######## matrix_loader ########
<file path="config.mk">
export PLATFORM = sky130hd
export DESIGN_NAME = matrix_loader
export DESIGN_NICKNAME = d
export VERILOG_FILES = /design/src/rtl/matrix_loader.sv
export SDC_FILE = /design/constraint.sdc
export NUM_CORES = 1
export LEC_CHECK = 0
export CAP_MARGIN = 20
export CORE_MARGIN = 2
export CORE_UTILIZATION = 45
export CTS_CLUSTER_DIAMETER = 200
export DETAILED_ROUTE_END_ITERATION = 8
export PLACE_DENSITY_LB_ADDON = 0.15
export SKIP_CTS_REPAIR_TIMING = 1
export SYNTH_ARGS = -nofsm -noshare
export SYNTH_HDL_FRONTEND = slang
export SYNTH_SLANG_ARGS = --single-unit
</file>
<file path="constraint.sdc">
create_clock -name clk -period 2.3 [get_ports clk]
set_input_delay 0.69 -clock clk [delete_from_list [all_inputs] [get_ports clk]]
set_output_delay 0.69 -clock clk [all_outputs]
set_load 0.03 [all_outputs]
</file>
<file path="src/rtl/matrix_loader.sv">
// matrix_loader: collects one job of N_ELEM elements (matrix A then matrix B,
// row-major) from an upstream valid/ready stream into a register buffer, then
// issues a one-cycle start pulse and streams the buffered elements to the
// matrix multiplier, one per cycle, and waits for the multiplier's done.
//
// Handshake: an upstream element moves only on a rising edge where
// in_valid=1 and in_ready=1; in_ready depends on the loader state only, never
// on in_valid, and in_data is ignored whenever no transfer takes place.
module matrix_loader #(
  parameter int DW     = 8,
  parameter int N_ELEM = 18
) (
  input  logic          clk,
  input  logic          rst,
  input  logic          in_valid,
  input  logic [DW-1:0] in_data,
  output logic          in_ready,
  output logic          mm_st,
  output logic [DW-1:0] mm_data,
  input  logic          mm_done,
  output logic          busy,
  output logic [4:0]    fill_cnt,
  output logic [1:0]    dbg_state
);

  typedef enum logic [1:0] {
    FILL      = 2'd0,
    START     = 2'd1,
    STREAM    = 2'd2,
    WAIT_DONE = 2'd3
  } state_t;

  // Index of the final element of a job; both pointers stop here.
  localparam logic [4:0] LAST = 5'(N_ELEM - 1);

  state_t        state_q;
  state_t        state_d;
  logic [DW-1:0] mem [N_ELEM];
  logic [4:0]    wr_ptr;
  logic [4:0]    rd_ptr;
  logic [4:0]    cnt_q;
  logic          accept;

  // A transfer happens only while filling and the upstream offers data.
  assign accept = in_valid && (state_q == FILL);

  // State register.
  always_ff @(posedge clk or negedge rst) begin
    if (!rst) begin
      state_q <= FILL;
    end else begin
      state_q <= state_d;
    end
  end

  // Next-state and control outputs; every output decoded from state only.
  always_comb begin
    state_d  = state_q;
    in_ready = 1'b0;
    mm_st    = 1'b0;
    busy     = 1'b1;
    case (state_q)
      FILL: begin
        in_ready = 1'b1;
        busy     = 1'b0;
        if (accept && (cnt_q == LAST)) state_d = START;
      end
      START: begin
        mm_st   = 1'b1;
        state_d = STREAM;
      end
      STREAM: begin
        if (rd_ptr == LAST) state_d = WAIT_DONE;
      end
      WAIT_DONE: begin
        if (mm_done) state_d = FILL;
      end
      default: state_d = FILL;
    endcase
  end

  // Pointers and fill count; cleared together when the multiplier finishes.
  always_ff @(posedge clk or negedge rst) begin
    if (!rst) begin
      wr_ptr <= '0;
      rd_ptr <= '0;
      cnt_q  <= '0;
    end else begin
      if (accept) begin
        wr_ptr <= wr_ptr + 5'd1;
        cnt_q  <= cnt_q + 5'd1;
      end
      case (state_q)
        FILL: begin
          if (state_d == START) rd_ptr <= '0;
        end
        STREAM: begin
          if (rd_ptr != LAST) rd_ptr <= rd_ptr + 5'd1;
        end
        WAIT_DONE: begin
          if (mm_done) begin
            wr_ptr <= '0;
            rd_ptr <= '0;
            cnt_q  <= '0;
          end
        end
        default: ;
      endcase
    end
  end

  // Element buffer; contents persist across jobs since each job rewrites all.
  always_ff @(posedge clk) begin
    if (accept) mem[wr_ptr] <= in_data;
  end

  assign mm_data   = (state_q == STREAM) ? mem[rd_ptr] : '0;
  assign fill_cnt  = cnt_q;
  assign dbg_state = state_q;

endmodule

</file>
######## instruction_fetch_decoder ########
## src/rtl/cpu_isa_pkg.sv

```systemverilog
// rtl/cpu_isa_pkg.sv - shared ISA definitions for the 4-bit CPU control unit
package cpu_isa_pkg;

  typedef enum logic {
    FETCH   = 1'b0,
    EXECUTE = 1'b1
  } state_t;

  // data_bus source select codes
  localparam logic [3:0] SRC_X0    = 4'd0;
  localparam logic [3:0] SRC_X1    = 4'd1;
  localparam logic [3:0] SRC_Y0    = 4'd2;
  localparam logic [3:0] SRC_Y1    = 4'd3;
  localparam logic [3:0] SRC_R     = 4'd4;
  localparam logic [3:0] SRC_M     = 4'd5;
  localparam logic [3:0] SRC_I     = 4'd6;
  localparam logic [3:0] SRC_DM    = 4'd7;
  localparam logic [3:0] SRC_PM    = 4'd8;
  localparam logic [3:0] SRC_IPINS = 4'd9;

  // reg_en bit positions
  localparam int EN_X0   = 0;
  localparam int EN_X1   = 1;
  localparam int EN_Y0   = 2;
  localparam int EN_Y1   = 3;
  localparam int EN_R    = 4;
  localparam int EN_M    = 5;
  localparam int EN_I    = 6;
  localparam int EN_DM   = 7;
  localparam int EN_OREG = 8;

  // opcode prefixes, matched against the top bits of ir
  localparam logic       OP_LOAD = 1'b0;
  localparam logic [1:0] OP_MOVE = 2'b10;
  localparam logic [2:0] OP_ALU  = 3'b110;
  localparam logic [3:0] OP_JMP  = 4'b1110;
  localparam logic [3:0] OP_JNZ  = 4'b1111;

  // Destination field of load/move to its one-hot write enable; code 4 is o_reg
  function automatic logic [8:0] dst_to_en(input logic [2:0] dst);
    logic [8:0] en;
    en = '0;
    case (dst)
      3'd0: en[EN_X0]   = 1'b1;
      3'd1: en[EN_X1]   = 1'b1;
      3'd2: en[EN_Y0]   = 1'b1;
      3'd3: en[EN_Y1]   = 1'b1;
      3'd4: en[EN_OREG] = 1'b1;
      3'd5: en[EN_M]    = 1'b1;
      3'd6: en[EN_I]    = 1'b1;
      default: en[EN_DM] = 1'b1;
    endcase
    return en;
  endfunction

endpackage

```

## src/rtl/instruction_decode.sv

```systemverilog
// rtl/instruction_decode.sv - combinational decode of ir into datapath strobes and jump control
module instruction_decode
  import cpu_isa_pkg::*;
(
  input  logic [7:0] ir,
  input  logic       r_eq_0,
  output logic [3:0] source_sel,
  output logic [8:0] reg_en,
  output logic       i_sel,
  output logic       x_sel,
  output logic       y_sel,
  output logic       jump_taken,
  output logic [7:0] jump_target
);

  logic [2:0] dst;
  logic       writes_reg;

  assign jump_target = {ir[3:0], 4'b0000};

  // Classify by opcode prefix, then add the dm auto-increment of i for load/move
  always_comb begin
    source_sel = SRC_X0;
    reg_en     = '0;
    i_sel      = 1'b0;
    x_sel      = 1'b0;
    y_sel      = 1'b0;
    jump_taken = 1'b0;
    dst        = ir[6:4];
    writes_reg = 1'b0;

    if (ir[7] == OP_LOAD) begin
      dst        = ir[6:4];
      source_sel = SRC_PM;
      writes_reg = 1'b1;
    end else if (ir[7:6] == OP_MOVE) begin
      dst        = ir[5:3];
      // a move onto itself is repurposed as a read of the input pins
      source_sel = (ir[2:0] == ir[5:3]) ? SRC_IPINS : {1'b0, ir[2:0]};
      writes_reg = 1'b1;
    end else if (ir[7:5] == OP_ALU) begin
      x_sel        = ir[4];
      y_sel        = ir[3];
      reg_en[EN_R] = 1'b1;
    end else if (ir[7:4] == OP_JMP) begin
      jump_taken = 1'b1;
    end else begin
      jump_taken = ~r_eq_0;
    end

    if (writes_reg) begin
      reg_en = dst_to_en(dst);
      // any dm access steps i to i+m, unless i itself is the destination
      if ((dst == 3'd7 || source_sel == SRC_DM) && dst != 3'd6) begin
        reg_en[EN_I] = 1'b1;
        i_sel        = 1'b1;
      end
    end
  end

endmodule

```

## src/rtl/instruction_fetch_decoder.sv

```systemverilog
// rtl/instruction_fetch_decoder.sv - fetch/execute sequencer, program counter and instruction register
module instruction_fetch_decoder
  import cpu_isa_pkg::*;
#(
  parameter int              PC_W     = 8,
  parameter logic [PC_W-1:0] RESET_PC = '0
) (
  input  logic            clk,
  input  logic            sync_reset,
  input  logic [7:0]      rom_data,
  input  logic            rom_valid,
  input  logic            r_eq_0,
  output logic [PC_W-1:0] pm_addr,
  output logic            rom_req,
  output logic [PC_W-1:0] pc,
  output logic [7:0]      ir,
  output logic [3:0]      nibble_ir,
  output logic [3:0]      source_sel,
  output logic [8:0]      reg_en,
  output logic            i_sel,
  output logic            x_sel,
  output logic            y_sel,
  output logic            executing
);

  state_t          state;
  logic [3:0]      dec_source_sel;
  logic [8:0]      dec_reg_en;
  logic            dec_i_sel;
  logic            dec_x_sel;
  logic            dec_y_sel;
  logic            dec_jump_taken;
  logic [7:0]      dec_jump_target;
  logic [PC_W-1:0] jump_pc;

  instruction_decode u_decode (
    .ir          (ir),
    .r_eq_0      (r_eq_0),
    .source_sel  (dec_source_sel),
    .reg_en      (dec_reg_en),
    .i_sel       (dec_i_sel),
    .x_sel       (dec_x_sel),
    .y_sel       (dec_y_sel),
    .jump_taken  (dec_jump_taken),
    .jump_target (dec_jump_target)
  );

  assign executing = (state == EXECUTE);
  assign pm_addr   = pc;
  assign nibble_ir = ir[3:0];
  assign jump_pc   = PC_W'(dec_jump_target);

  // Strobes are forced to zero outside the execute cycle so no register is written twice
  assign source_sel = executing ? dec_source_sel : 4'd0;
  assign reg_en     = executing ? dec_reg_en     : 9'd0;
  assign i_sel      = executing & dec_i_sel;
  assign x_sel      = executing & dec_x_sel;
  assign y_sel      = executing & dec_y_sel;

  // Two-state sequencer: hold the ROM request until data returns, then one execute cycle
  always_ff @(posedge clk) begin
    if (sync_reset) begin
      state   <= FETCH;
      pc      <= RESET_PC;
      ir      <= 8'h00;
      rom_req <= 1'b0;
    end else begin
      case (state)
        FETCH: begin
          if (rom_req && rom_valid) begin
            ir      <= rom_data;
            rom_req <= 1'b0;
            state   <= EXECUTE;
          end else begin
            rom_req <= 1'b1;
          end
        end
        EXECUTE: begin
          pc      <= dec_jump_taken ? jump_pc : pc + PC_W'(1);
          rom_req <= 1'b1;
          state   <= FETCH;
        end
        default: begin
          state   <= FETCH;
          rom_req <= 1'b0;
        end
      endcase
    end
  end

endmodule

```

## config.mk

```make
export PLATFORM = sky130hd
export DESIGN_NAME = instruction_fetch_decoder
export DESIGN_NICKNAME = d
export VERILOG_FILES = /design/src/rtl/cpu_isa_pkg.sv /design/src/rtl/instruction_decode.sv /design/src/rtl/instruction_fetch_decoder.sv
export SDC_FILE = /design/constraint.sdc
export NUM_CORES = 1
export LEC_CHECK = 0
export CORE_ASPECT_RATIO = 1.4
export CORE_MARGIN = 8
export CORE_UTILIZATION = 30
export CTS_BUF_LIST = sky130_fd_sc_hd__clkbuf_8 sky130_fd_sc_hd__clkbuf_16
export DETAILED_ROUTE_END_ITERATION = 8
export SLEW_MARGIN = 20
export SYNTH_ARGS = -nofsm -noshare
export SYNTH_HDL_FRONTEND = slang
export SYNTH_SLANG_ARGS = --single-unit
export TNS_END_PERCENT = 1
```

## constraint.sdc

```tcl
create_clock -name clk -period 2.7 [get_ports clk]
set_clock_uncertainty 0.2 [all_clocks]
set_input_delay 0.54 -clock clk [delete_from_list [all_inputs] [get_ports clk]]
set_output_delay 0.54 -clock clk [all_outputs]
set_load 0.05 [all_outputs]
```

######## local_sram_arbiter ########
[src/rtl/local_sram_arbiter.sv]
// local_sram_arbiter
//   Arbitrates two local-memory clients (core data port = client 0,
//   wishbone localMemory bus = client 1) onto one shared port of a bank of
//   single-port SRAM macros. Each request is registered, exactly one macro
//   is strobed, and read data returns two cycles after the request is
//   sampled. busy stays high until the response cycle.
//
//   Optional feature: define LOCAL_SRAM_ARBITER_ROUND_ROBIN_EN to alternate
//   grants on simultaneous requests; otherwise client 0 always wins a tie.
//
// Ports
//   wb_clk_i, wb_rst_n_i        clock, async active-low reset
//   coreMemory*                 client 0 request / response
//   localMemory*                client 1 request / response
//   sram_csb0                   per-macro chip select (active-low)
//   sram_web0/wmask0/addr0/din0 shared macro write enable, mask, address, data
//   sram_dout0                  macro read data, macro i on [32i+31:32i]
//
// state   | meaning
// --------+-----------------------------------------------------------
// IDLE    | no access in flight, sample both clients
// ACCESS  | latched request drives the SRAM port
// RESPOND | granted client completes, other client may be sampled

module local_sram_arbiter #(
  parameter int SRAM_ADDRESS_WIDTH = 9,
  parameter int SRAM_COUNT         = 2
) (
  input  logic                          wb_clk_i,
  input  logic                          wb_rst_n_i,
  input  logic                          coreMemoryEnable,
  input  logic                          coreMemoryWriteEnable,
  input  logic [3:0]                    coreMemoryByteSelect,
  input  logic [23:0]                   coreMemoryAddress,
  input  logic [31:0]                   coreMemoryDataWrite,
  output logic [31:0]                   coreMemoryDataRead,
  output logic                          coreMemoryBusy,
  input  logic                          localMemoryEnable,
  input  logic                          localMemoryWriteEnable,
  input  logic [3:0]                    localMemoryByteSelect,
  input  logic [23:0]                   localMemoryAddress,
  input  logic [31:0]                   localMemoryDataWrite,
  output logic [31:0]                   localMemoryDataRead,
  output logic                          localMemoryBusy,
  output logic [SRAM_COUNT-1:0]         sram_csb0,
  output logic                          sram_web0,
  output logic [3:0]                    sram_wmask0,
  output logic [SRAM_ADDRESS_WIDTH-1:0] sram_addr0,
  output logic [31:0]                   sram_din0,
  input  logic [32*SRAM_COUNT-1:0]      sram_dout0
);

  localparam int         BANK_W    = (SRAM_COUNT > 1) ? $clog2(SRAM_COUNT) : 0;
  localparam int         RANGE_LSB = SRAM_ADDRESS_WIDTH + 2 + BANK_W;
  localparam logic [1:0] BANK_MASK = 2'(SRAM_COUNT - 1);

  typedef enum logic [1:0] {ST_IDLE, ST_ACCESS, ST_RESPOND} state_t;

  state_t      state;
  logic        grant;
  logic        last_grant;
  logic [1:0]  lat_bank;
  logic        lat_oor;

  logic        pick;
  logic        pick_valid;
  logic        tie_pick;
  logic        pick_we;
  logic [3:0]  pick_sel;
  logic [23:0] pick_addr;
  logic [31:0] pick_wdata;
  logic [1:0]  pick_bank;
  logic        pick_oor;
  logic [SRAM_COUNT-1:0] pick_csb;
  logic [31:0] resp_data;
  logic        resp_core;
  logic        resp_local;

  function automatic logic [1:0] bank_of(input logic [23:0] a);
    logic [23:0] s;
    s = a >> (SRAM_ADDRESS_WIDTH + 2);
    return s[1:0] & BANK_MASK;
  endfunction

  function automatic logic out_of_range(input logic [23:0] a);
    return (a >> RANGE_LSB) != 24'd0;
  endfunction

`ifdef LOCAL_SRAM_ARBITER_ROUND_ROBIN_EN
  assign tie_pick = ~last_grant;
`else
  // Fixed priority: last_grant is still tracked so the register behaves
  // identically in both builds, it just does not steer the tie.
  logic unused_last_grant;
  assign unused_last_grant = last_grant;
  assign tie_pick          = 1'b0;
`endif

  // Who may be latched this cycle. In RESPOND only the non-granted client is
  // eligible, so a held enable from the finishing client never re-strobes.
  always_comb begin
    pick       = 1'b0;
    pick_valid = 1'b0;
    case (state)
      ST_IDLE: begin
        if (coreMemoryEnable && localMemoryEnable) begin
          pick       = tie_pick;
          pick_valid = 1'b1;
        end else if (coreMemoryEnable) begin
          pick       = 1'b0;
          pick_valid = 1'b1;
        end else if (localMemoryEnable) begin
          pick       = 1'b1;
          pick_valid = 1'b1;
        end
      end
      ST_RESPOND: begin
        if (!grant && localMemoryEnable) begin
          pick       = 1'b1;
          pick_valid = 1'b1;
        end else if (grant && coreMemoryEnable) begin
          pick       = 1'b0;
          pick_valid = 1'b1;
        end
      end
      default: ;
    endcase
  end

  assign pick_we    = pick ? localMemoryWriteEnable : coreMemoryWriteEnable;
  assign pick_sel   = pick ? localMemoryByteSelect  : coreMemoryByteSelect;
  assign pick_addr  = pick ? localMemoryAddress     : coreMemoryAddress;
  assign pick_wdata = pick ? localMemoryDataWrite   : coreMemoryDataWrite;
  assign pick_bank  = bank_of(pick_addr);
  assign pick_oor   = out_of_range(pick_addr);

  // Byte offset bits carry no meaning for a word-wide macro.
  logic [1:0] unused_addr_lsb;
  assign unused_addr_lsb = pick_addr[1:0];

  always_comb begin
    pick_csb = '1;
    for (int i = 0; i < SRAM_COUNT; i++) begin
      if (!pick_oor && int'(pick_bank) == i) pick_csb[i] = 1'b0;
    end
  end

  // SRAM port is registered so it only changes on the clock edge that enters
  // or leaves ACCESS; nothing from sram_dout0 reaches these outputs.
  always_ff @(posedge wb_clk_i or negedge wb_rst_n_i) begin
    if (!wb_rst_n_i) begin
      state       <= ST_IDLE;
      grant       <= 1'b0;
      last_grant  <= 1'b1;
      lat_bank    <= 2'd0;
      lat_oor     <= 1'b0;
      sram_csb0   <= '1;
      sram_web0   <= 1'b1;
      sram_wmask0 <= 4'h0;
      sram_addr0  <= '0;
      sram_din0   <= 32'h0;
    end else begin
      case (state)
        ST_IDLE, ST_RESPOND: begin
          if (pick_valid) begin
            state       <= ST_ACCESS;
            grant       <= pick;
            last_grant  <= pick;
            lat_bank    <= pick_bank;
            lat_oor     <= pick_oor;
            sram_csb0   <= pick_csb;
            sram_web0   <= ~pick_we;
            sram_wmask0 <= pick_we ? pick_sel : 4'h0;
            sram_addr0  <= pick_addr[SRAM_ADDRESS_WIDTH+1:2];
            sram_din0   <= pick_wdata;
          end else begin
            state <= ST_IDLE;
          end
        end
        ST_ACCESS: begin
          state       <= ST_RESPOND;
          sram_csb0   <= '1;
          sram_web0   <= 1'b1;
          sram_wmask0 <= 4'h0;
          sram_addr0  <= '0;
          sram_din0   <= 32'h0;
        end
        default: state <= ST_IDLE;
      endcase
    end
  end

  // Macro output is valid the cycle after its strobe, i.e. in RESPOND.
  always_comb begin
    resp_data = 32'hFFFF_FFFF;
    if (!lat_oor) begin
      for (int i = 0; i < SRAM_COUNT; i++) begin
        if (int'(lat_bank) == i) resp_data = sram_dout0[32*i +: 32];
      end
    end
  end

  assign resp_core  = (state == ST_RESPOND) && !grant;
  assign resp_local = (state == ST_RESPOND) &&  grant;

  assign coreMemoryBusy      = coreMemoryEnable  && !resp_core;
  assign localMemoryBusy     = localMemoryEnable && !resp_local;
  assign coreMemoryDataRead  = resp_core  ? resp_data : 32'hFFFF_FFFF;
  assign localMemoryDataRead = resp_local ? resp_data : 32'hFFFF_FFFF;

endmodule

[config.mk]
export PLATFORM = sky130hd
export DESIGN_NAME = local_sram_arbiter
export DESIGN_NICKNAME = d
export VERILOG_FILES = /design/src/rtl/local_sram_arbiter.sv
export SDC_FILE = /design/constraint.sdc
export NUM_CORES = 1
export LEC_CHECK = 0
export ABC_CLOCK_PERIOD_IN_PS = 1400
export CAP_MARGIN = 20
export CORE_AREA = 2 2 119 121
export CTS_CLUSTER_DIAMETER = 120
export DETAILED_ROUTE_END_ITERATION = 10
export DIE_AREA = 0 0 121 123
export MAX_ROUTING_LAYER = met4
export PLACE_DENSITY = 0.81
export SKIP_CTS_REPAIR_TIMING = 1
export SYNTH_ARGS = -nofsm -noshare
export SYNTH_HDL_FRONTEND = slang
export SYNTH_SLANG_ARGS = --single-unit
[constraint.sdc]
create_clock -name wb_clk_i -period 1.4 [get_ports wb_clk_i]
set_input_delay 0.21 -clock wb_clk_i [delete_from_list [all_inputs] [get_ports wb_clk_i]]
set_output_delay 0.21 -clock wb_clk_i [all_outputs]
set_load 0.005 [all_outputs]
######## fetch_stage ########
File: src/rtl/core_pkg.sv
// Shared types for the RV32 pipeline front end: fetch FSM states and the IF/ID payload.
package core_pkg;

  localparam int          XLEN      = 32;
  localparam logic [31:0] NOP_INSTR = 32'h0000_0013;

  typedef enum logic {
    FETCH = 1'b0,
    HOLD  = 1'b1
  } fetch_state_t;

  typedef struct packed {
    logic [XLEN-1:0] instr;
    logic [XLEN-1:0] pc;
    logic [XLEN-1:0] pc_plus4;
    logic            valid;
  } if_id_t;

  function automatic if_id_t if_id_bubble(input logic [XLEN-1:0] nop);
    if_id_t b;
    b.instr    = nop;
    b.pc       = {XLEN{1'b0}};
    b.pc_plus4 = {XLEN{1'b0}};
    b.valid    = 1'b0;
    return b;
  endfunction

endpackage

File: src/rtl/if_id_reg.sv
// Pipeline boundary register with bubble/load/hold control; bubble overrides load.
module if_id_reg
  import core_pkg::*;
#(
  parameter logic [XLEN-1:0] NOP = NOP_INSTR
) (
  input  logic   clk,
  input  logic   rst_n,
  input  logic   load_i,
  input  logic   bubble_i,
  input  if_id_t d_i,
  output if_id_t q_o
);

  if_id_t q_q;

  // pipeline register: reset/bubble to NOP, otherwise load or hold
  always_ff @(posedge clk or negedge rst_n) begin
    if (!rst_n) begin
      q_q <= if_id_bubble(NOP);
    end else if (bubble_i) begin
      q_q <= if_id_bubble(NOP);
    end else if (load_i) begin
      q_q <= d_i;
    end else begin
      q_q <= q_q;
    end
  end

  assign q_o = q_q;

endmodule

File: src/rtl/fetch_stage.sv
// RV32 instruction-fetch stage: PC, imem handshake, stall hold buffer and the IF/ID register.
module fetch_stage
  import core_pkg::*;
#(
  parameter int                 A_WIDTH      = XLEN,
  parameter logic [A_WIDTH-1:0] RESET_VECTOR = 32'h0000_0000,
  parameter logic [A_WIDTH-1:0] NOP_INSTR    = core_pkg::NOP_INSTR
) (
  input  logic               clk,
  input  logic               rst_n,
  input  logic               stall_i,
  input  logic               flush_i,
  input  logic               pc_src_i,
  input  logic [A_WIDTH-1:0] pc_target_i,
  output logic               imem_req_o,
  output logic [A_WIDTH-1:0] imem_addr_o,
  input  logic [A_WIDTH-1:0] imem_rdata_i,
  input  logic               imem_ready_i,
  output logic [A_WIDTH-1:0] instr_d_o,
  output logic [A_WIDTH-1:0] pc_d_o,
  output logic [A_WIDTH-1:0] pc_plus4_d_o,
  output logic               valid_d_o
);

  localparam logic [A_WIDTH-1:0] PC_STEP = A_WIDTH'(4);

  fetch_state_t       state_q, state_d;
  logic [A_WIDTH-1:0] pc_q, pc_d;
  logic [A_WIDTH-1:0] buf_instr_q, buf_instr_d;
  logic [A_WIDTH-1:0] buf_pc_q, buf_pc_d;

  logic   ifid_load_s;
  logic   ifid_bubble_s;
  if_id_t ifid_in_s;
  if_id_t ifid_q_s;

  // next-state: redirect > flush > stall > normal fetch
  always_comb begin
    state_d       = state_q;
    pc_d          = pc_q;
    buf_instr_d   = buf_instr_q;
    buf_pc_d      = buf_pc_q;
    ifid_load_s   = 1'b0;
    ifid_bubble_s = 1'b0;
    ifid_in_s     = '{instr: imem_rdata_i, pc: pc_q, pc_plus4: pc_q + PC_STEP, valid: 1'b1};

    if (pc_src_i) begin
      pc_d          = {pc_target_i[A_WIDTH-1:2], 2'b00};
      ifid_bubble_s = 1'b1;
      buf_instr_d   = {A_WIDTH{1'b0}};
      buf_pc_d      = {A_WIDTH{1'b0}};
      state_d       = FETCH;
    end else if (flush_i) begin
      ifid_bubble_s = 1'b1;
      buf_instr_d   = {A_WIDTH{1'b0}};
      buf_pc_d      = {A_WIDTH{1'b0}};
      state_d       = FETCH;
    end else begin
      case (state_q)
        FETCH: begin
          if (imem_ready_i) begin
            if (stall_i) begin
              buf_instr_d = imem_rdata_i;
              buf_pc_d    = pc_q;
              state_d     = HOLD;
            end else begin
              ifid_load_s = 1'b1;
              pc_d        = pc_q + PC_STEP;
            end
          end else begin
            if (stall_i) begin
              ifid_load_s = 1'b0;
            end else begin
              ifid_bubble_s = 1'b1;
            end
          end
        end
        HOLD: begin
          if (stall_i) begin
            state_d = HOLD;
          end else begin
            ifid_in_s   = '{instr: buf_instr_q, pc: buf_pc_q,
                            pc_plus4: buf_pc_q + PC_STEP, valid: 1'b1};
            ifid_load_s = 1'b1;
            pc_d        = buf_pc_q + PC_STEP;
            state_d     = FETCH;
          end
        end
        default: begin
          ifid_bubble_s = 1'b1;
          state_d       = FETCH;
        end
      endcase
    end
  end

  // FSM, PC and hold buffer
  always_ff @(posedge clk or negedge rst_n) begin
    if (!rst_n) begin
      state_q     <= FETCH;
      pc_q        <= RESET_VECTOR;
      buf_instr_q <= {A_WIDTH{1'b0}};
      buf_pc_q    <= {A_WIDTH{1'b0}};
    end else begin
      state_q     <= state_d;
      pc_q        <= pc_d;
      buf_instr_q <= buf_instr_d;
      buf_pc_q    <= buf_pc_d;
    end
  end

  if_id_reg #(
    .NOP (NOP_INSTR)
  ) u_if_id (
    .clk      (clk),
    .rst_n    (rst_n),
    .load_i   (ifid_load_s),
    .bubble_i (ifid_bubble_s),
    .d_i      (ifid_in_s),
    .q_o      (ifid_q_s)
  );

  assign imem_req_o   = (state_q == FETCH);
  assign imem_addr_o  = pc_q;
  assign instr_d_o    = ifid_q_s.instr;
  assign pc_d_o       = ifid_q_s.pc;
  assign pc_plus4_d_o = ifid_q_s.pc_plus4;
  assign valid_d_o    = ifid_q_s.valid;

endmodule

File: config.mk
export PLATFORM = sky130hd
export DESIGN_NAME = fetch_stage
export DESIGN_NICKNAME = d
export VERILOG_FILES = /design/src/rtl/core_pkg.sv /design/src/rtl/if_id_reg.sv /design/src/rtl/fetch_stage.sv
export SDC_FILE = /design/constraint.sdc
export NUM_CORES = 1
export LEC_CHECK = 0
export CORE_MARGIN = 2
export CORE_UTILIZATION = 50
export CTS_BUF_LIST = sky130_fd_sc_hd__clkbuf_8
export DETAILED_ROUTE_END_ITERATION = 8
export MAX_ROUTING_LAYER = met4
export PLACE_DENSITY = 0.8
export SYNTH_ARGS = -nofsm -noshare
export SYNTH_HDL_FRONTEND = slang
export SYNTH_SLANG_ARGS = --single-unit
export TNS_END_PERCENT = 10
File: constraint.sdc
create_clock -name clk -period 2.61 [get_ports clk]
set_clock_uncertainty 0.2 [all_clocks]
set_input_delay 0.261 -clock clk [delete_from_list [all_inputs] [get_ports clk]]
set_output_delay 0.261 -clock clk [all_outputs]
set_load 0.005 [all_outputs]
Fig. 1: fetch_stage, zoomed window
Window x 58 to 83, y 58 to 83 µm. Cells in gray, sequential cells in the stronger gray; small squares are vias.
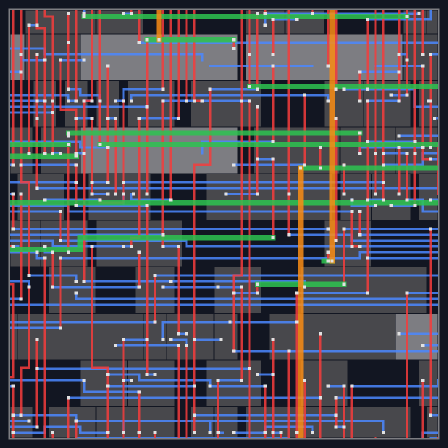
M3 -> green
M1 -> blue
M2 -> red
M4 -> orange
netlist names of flops here include = imem_addr_o (2), u_if_id.q_o (1)
most frequent = buf_4 (13), nand2_1 (4), buf_12 (4)
sequential cells in the window = 3
cells with their middle in the window = 51

==> impl_metrics.ini, fetch_stage <==
; synthesis and place-and-route metrics
[placed_design]
dp_cells = 1355

[min_path]
whs_endpoint = imem_addr_o[3]

[yosys]
ys_cells = 957

[cells_and_area]
area_growth_pct = 30.9

[status]
status = completed

[power]
maxPowerGroup = registers
p_clk_share_pct = 31.5
seq_power_mw = 3.18

[clock_tree]
clockBufferDepth = 2
cts_root_buf = clkbuf_8

[run]
cap_violations = 0

[floorplan]
tap_cells = 229
dieArea_mm2 = 0.0197

[routing]
drc_errors = 0

[timing]
drv_slew = 0
setup_ws_ns = 0.134

[global_routing]
use_met3_pct = 5.68
## fetch_stage: state kept, by name, summed over array words and instances, names as in the netlist
signal / count
buf_instr_q: 32
buf_pc_q: 32
imem_addr_o: 32
state_q: 1
u_if_id.q_o: 95
## fetch_stage: cells in the mapped netlist (16+ instances only)
cell and instances:
dfrtp_1 189, o22ai_1 61, nor2_1 20, xnor2_1 18, nand4_1 28, a21oi_1 17, buf_2 18, o21ai_0 87
buf_1 17, nand2_1 151, clkbuf_1 59, nand3_1 25, a22o_1 66, nor3_1 16
Fig. 2: matrix_loader, cell sizes after repair
Scale: 4 px per µm.
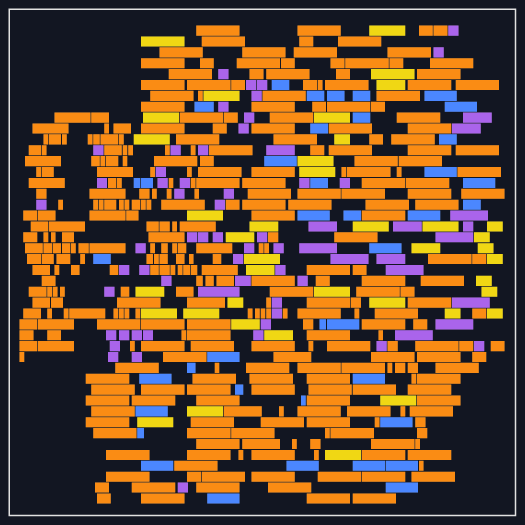
x2 -> blue  # cells 39, most used mux4_2
x6 and larger -> yellow  # cells 39, most used clkbuf_16
x1 and smaller -> orange  # cells 341, most used edfxtp_1
x3 and x4 -> purple  # cells 67, most used buf_4

==> impl_metrics.ini, matrix_loader <==
; synthesis and place-and-route metrics
[status]
status = finished, violations left
violations = negative setup slack

[placed_design]
dp_cells = 632
place_area_mm2 = 0.00767
dp_slack_ns = -0.810

[power]
maxPowerGroup = combinational cells
seq_power_share_pct = 34.3

[floorplan]
dieArea_mm2 = 0.0159
die_y_um = 126
coreArea_mm2 = 0.0145

[clock_tree]
worstSkewPairLatency_ns = 0.42
clockBufferDepth = 2

[timing]
finalHoldViolations = 0
setup_ws_ns = -0.655
setup_viol = 8
max_slew.worst_pin.slew_ns = 0.719

[worst_setup_path]
crit_chain = buf_12 -> mux4_2 -> nand2_2 -> a21o_1 -> a221oi_4 -> buf_6
regToRegStartpoint = rd_ptr[1]
crit_start = rd_ptr[0]
r2r-end = rd_ptr[4]
crit_buf_inv = 2

[yosys]
top_cells_by_area = edfxtp_1, mux4_2, dfrtp_1
ys_cells = 384
synthTopCellsByCount = edfxtp_1, nor2_1, nand2_1
edf_count = 144

[routing]
routed.top_layer = met4
first_iter_violations = 354
wl_met2_mm = 6.75

[cells_and_area]
final_util_pct = 58.1

[global_routing]
antenna_found_initial = 0
-- matrix_loader: cell type report --
type / instances / area (µm²)
Clock buffer: 23 / 448
Sequential cell: 161 / 4750
Inverter: 6 / 22.5
Timing Repair Buffer: 92 / 933
Tap cell: 184 / 230
Clock inverter: 9 / 90.1
Multi-Input combinational cell: 195 / 1970
Fill cell: 1132 / 6090
-- matrix_loader: state kept, by name, indices dropped and copies added (netlist names) --
name	cells
mem	144
fill_cnt	5
wr_ptr	5
dbg_state	2
rd_ptr	5
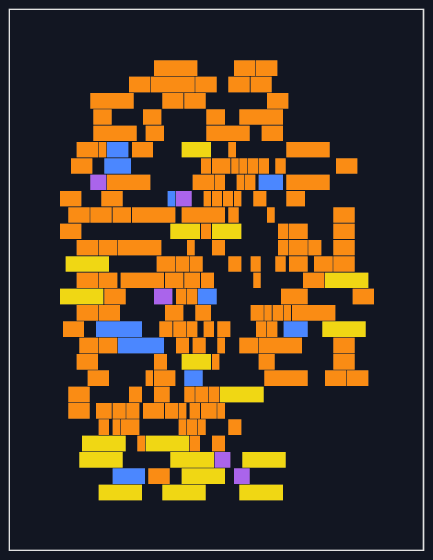
Fig. 3. Cell sizes after repair (instruction_fetch_decoder).
Scale: 6 px per µm.
x2 -> blue  # cells 10
x3 and x4 -> purple  # cells 5, most used buf_4
x6 and larger -> yellow  # cells 18, most used buf_12
x1 and smaller -> orange  # cells 155, most used clkdlybuf4s50_1

Fig. 4: instruction_fetch_decoder, cell area per tile
Scale: 4 px per µm. 7 x 9 tiles, from black (low) to pale yellow (high), 0 to 100% covered.
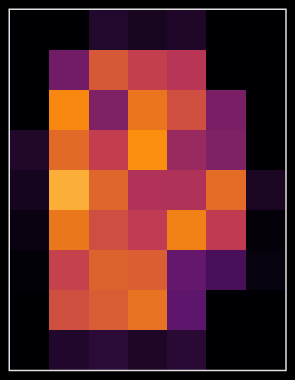
nearly empty tiles = 29%
emptiest ninth of the die = lower right
fullest tile = 83%
densest ninth of the die = center

==> impl_metrics.ini, instruction_fetch_decoder <==
; synthesis and place-and-route metrics
[power]
maxPowerGroup = registers
seq_power_mw = 0.299
share_comb_of_total_power_pct = 23.3

[cells_and_area]
ff_latch_area_um2 = 363
largest_cell_class = buffers
nets = 202

[worst_setup_path]
r2r_cells = 4
r2r_slack_ns = 0.75
path_max_fanout = 13
end_kind = primary output
regToRegStartpoint = ir[7]
cpMaxStageDelayCell = dfxtp_1
crit_required_ns = 1.96

[clock_tree]
cts_root_buf = clkbuf_8
cts_buffers = 3
post_cts_resized = 0

[yosys]
synthXorXnorAreaFrac_pct = 2.24
edf_count = 0
ys_chip_area_mm2 = 0.00117
yosys-mux-area-fraction_pct = 2.67

[min_path]
hold_class = flip-flop to flip-flop

[run]
cap_violations = 0

[timing]
setup_ws_ns = 0.162

[status]
status = completed

[global_routing]
use_met3_pct = 4.47
==> instruction_fetch_decoder: cell usage after synthesis, types with 2 or more instances <==
cell type,n
o21ai_1,4
o21ai_0,4
nor3_1,5
mux2i_1,2
a21oi_1,9
and3_1,5
clkbuf_1,7
buf_2,2
xnor2_1,3
nor2_1,8
a22o_1,8
nor4b_1,3
dfxtp_1,18
nand2_1,9
nand3_1,7
a31o_1,2
a31oi_1,2
nand3b_1,2
inv_1,4
buf_4,12
and2_1,4
nand2b_1,6
==> instruction_fetch_decoder: sequential cells by signal, summed over array words and instances, names as in the netlist <==
register,cells
ir,8
pc,8
executing,1
rom_req,1
Fig. 5: local_sram_arbiter, congestion heat map
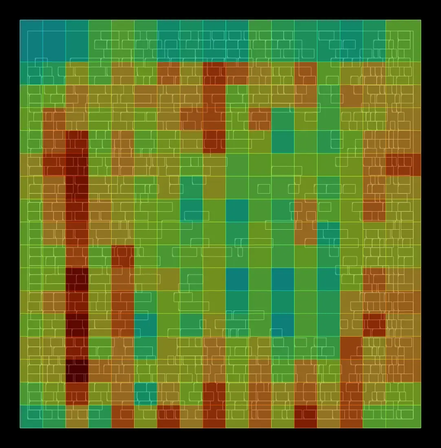
met3 Usage GRT: 5.54%
GRT met2 Usage: 32.5%
DR WL/cell: 19.3 µm
met1 Use GR: 21.1%
Final Util: 61.1%

Fig. 6: local_sram_arbiter, cell sizes after repair
Scale: 4 px per µm.
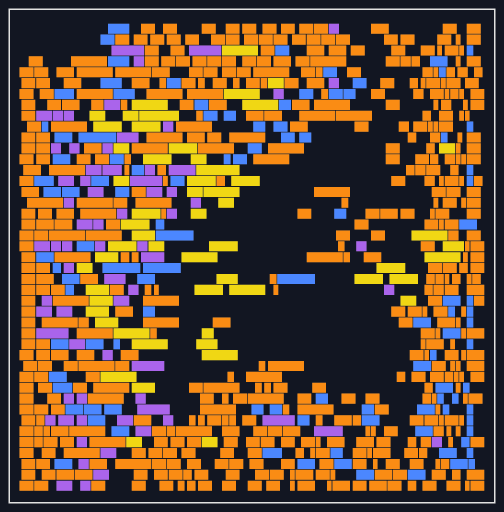
x2 -> blue  # cells 105, most used a211oi_2
x1 and smaller -> orange  # cells 514, most used clkdlybuf4s50_1
x6 and larger -> yellow  # cells 55
x3 and x4 -> purple  # cells 69, most used buf_4

==> impl_metrics.ini, local_sram_arbiter <==
; synthesis and place-and-route metrics
[yosys]
edf_count = 0
top_cells_by_area = dfrtp_1, mux2i_1, nand2_1

[timing]
fin_crit_ns = 2.08
setup_ws_ns = -0.681
setup_viol = 118

[status]
violations = negative setup slack
status = finished, violations left

[cells_and_area]
nets = 932
layout_top_cells = clkdlybuf4s50_1, nand2_1, dlymetal6s2s_1
post-route-cell-area_mm2 = 0.00832

[power]
p_comb_mw = 9.50
irDropWorstVdd_uv = 1100

[routing]
detail-route-antenna-nets = 0

[worst_setup_path]
r2r-end = sram_addr0[8]
r2r_cells = 7
worstSetupStartpointType = flip-flop

[clock_tree]
cts_root_buf = clkbuf_16

[floorplan]
fp_util_pct = 25.3
==> local_sram_arbiter: sequential cells by signal (all words and copies together), names as in the netlist, 2 cells and up <==
| name | cells |
|---|---|
| sram_csb0 | 2 |
| sram_addr0 | 9 |
| state | 2 |
| sram_wmask0 | 4 |
| sram_din0 | 32 |
==> local_sram_arbiter: metal layers <==
metal | track usage, % | share of wire [%] | vias to the layer above
met5 | - | 0 | -
met4 | 4.00 | 1.4 | 0
met3 | 5.54 | 7.5 | 19
met2 | 32.5 | 54 | 210
met1 | 21.1 | 37 | 2100
li1 | - | - | 2094


==> screenshots <==
The metal 2 layer.
picture 1
Scale: 4 px per µm.
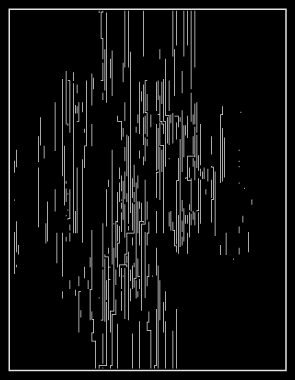
picture 2
Scale: 3 px per µm.
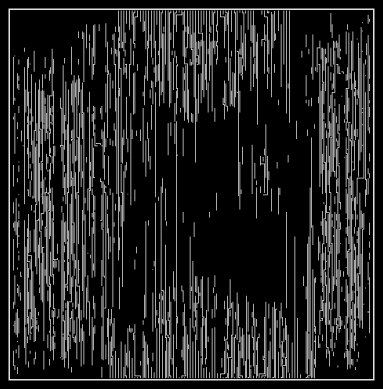
picture 3
Scale: 3 px per µm.
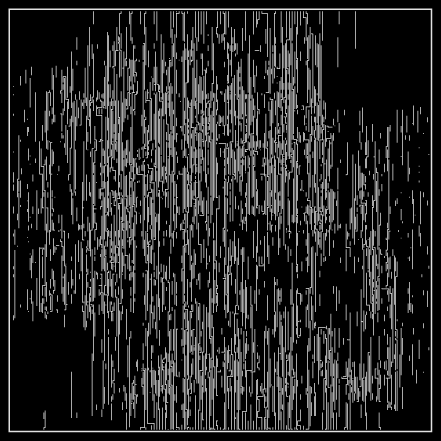
picture 4
Scale: 3 px per µm.
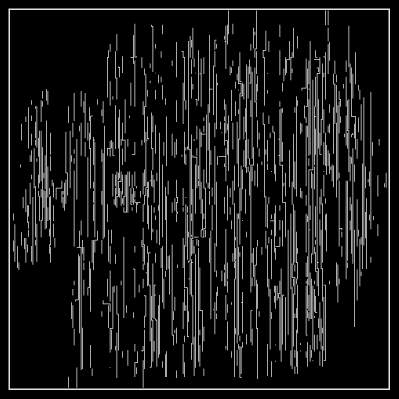
Picture 3 is fetch_stage.
Picture 2 is local_sram_arbiter.
Picture 4 is matrix_loader.
Picture 1 is instruction_fetch_decoder.
Of these, largest die: picture 3
Of these, smallest die: picture 1


==> notes/layouts.md <==
Pictures saved along the way, in no particular order.

Sequential cells colored by netlist name.
Scale: 3 px per µm. Other sequential cells in the stronger gray, the rest of the logic in the fainter gray.
image #1
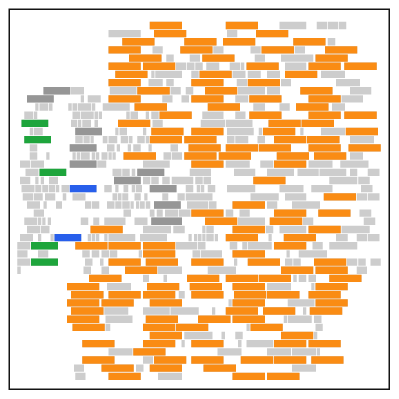
image #2
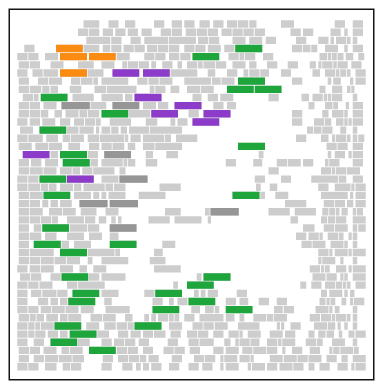
image #3
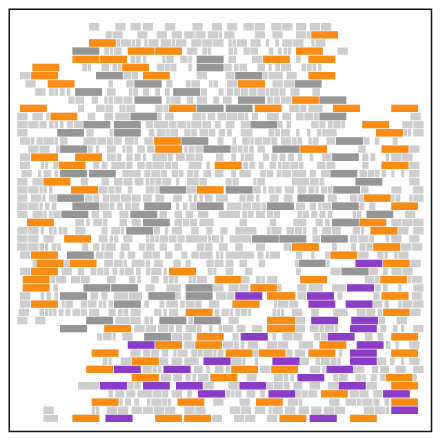
image #1: matrix_loader
image #2: local_sram_arbiter
image #3: fetch_stage
The one with the most sequential cells is image #3.

Key to image #3:
u_if_id.q_o -> orange  # sequential cells 95, where spread over the die
buf_instr_q -> purple  # sequential cells 32

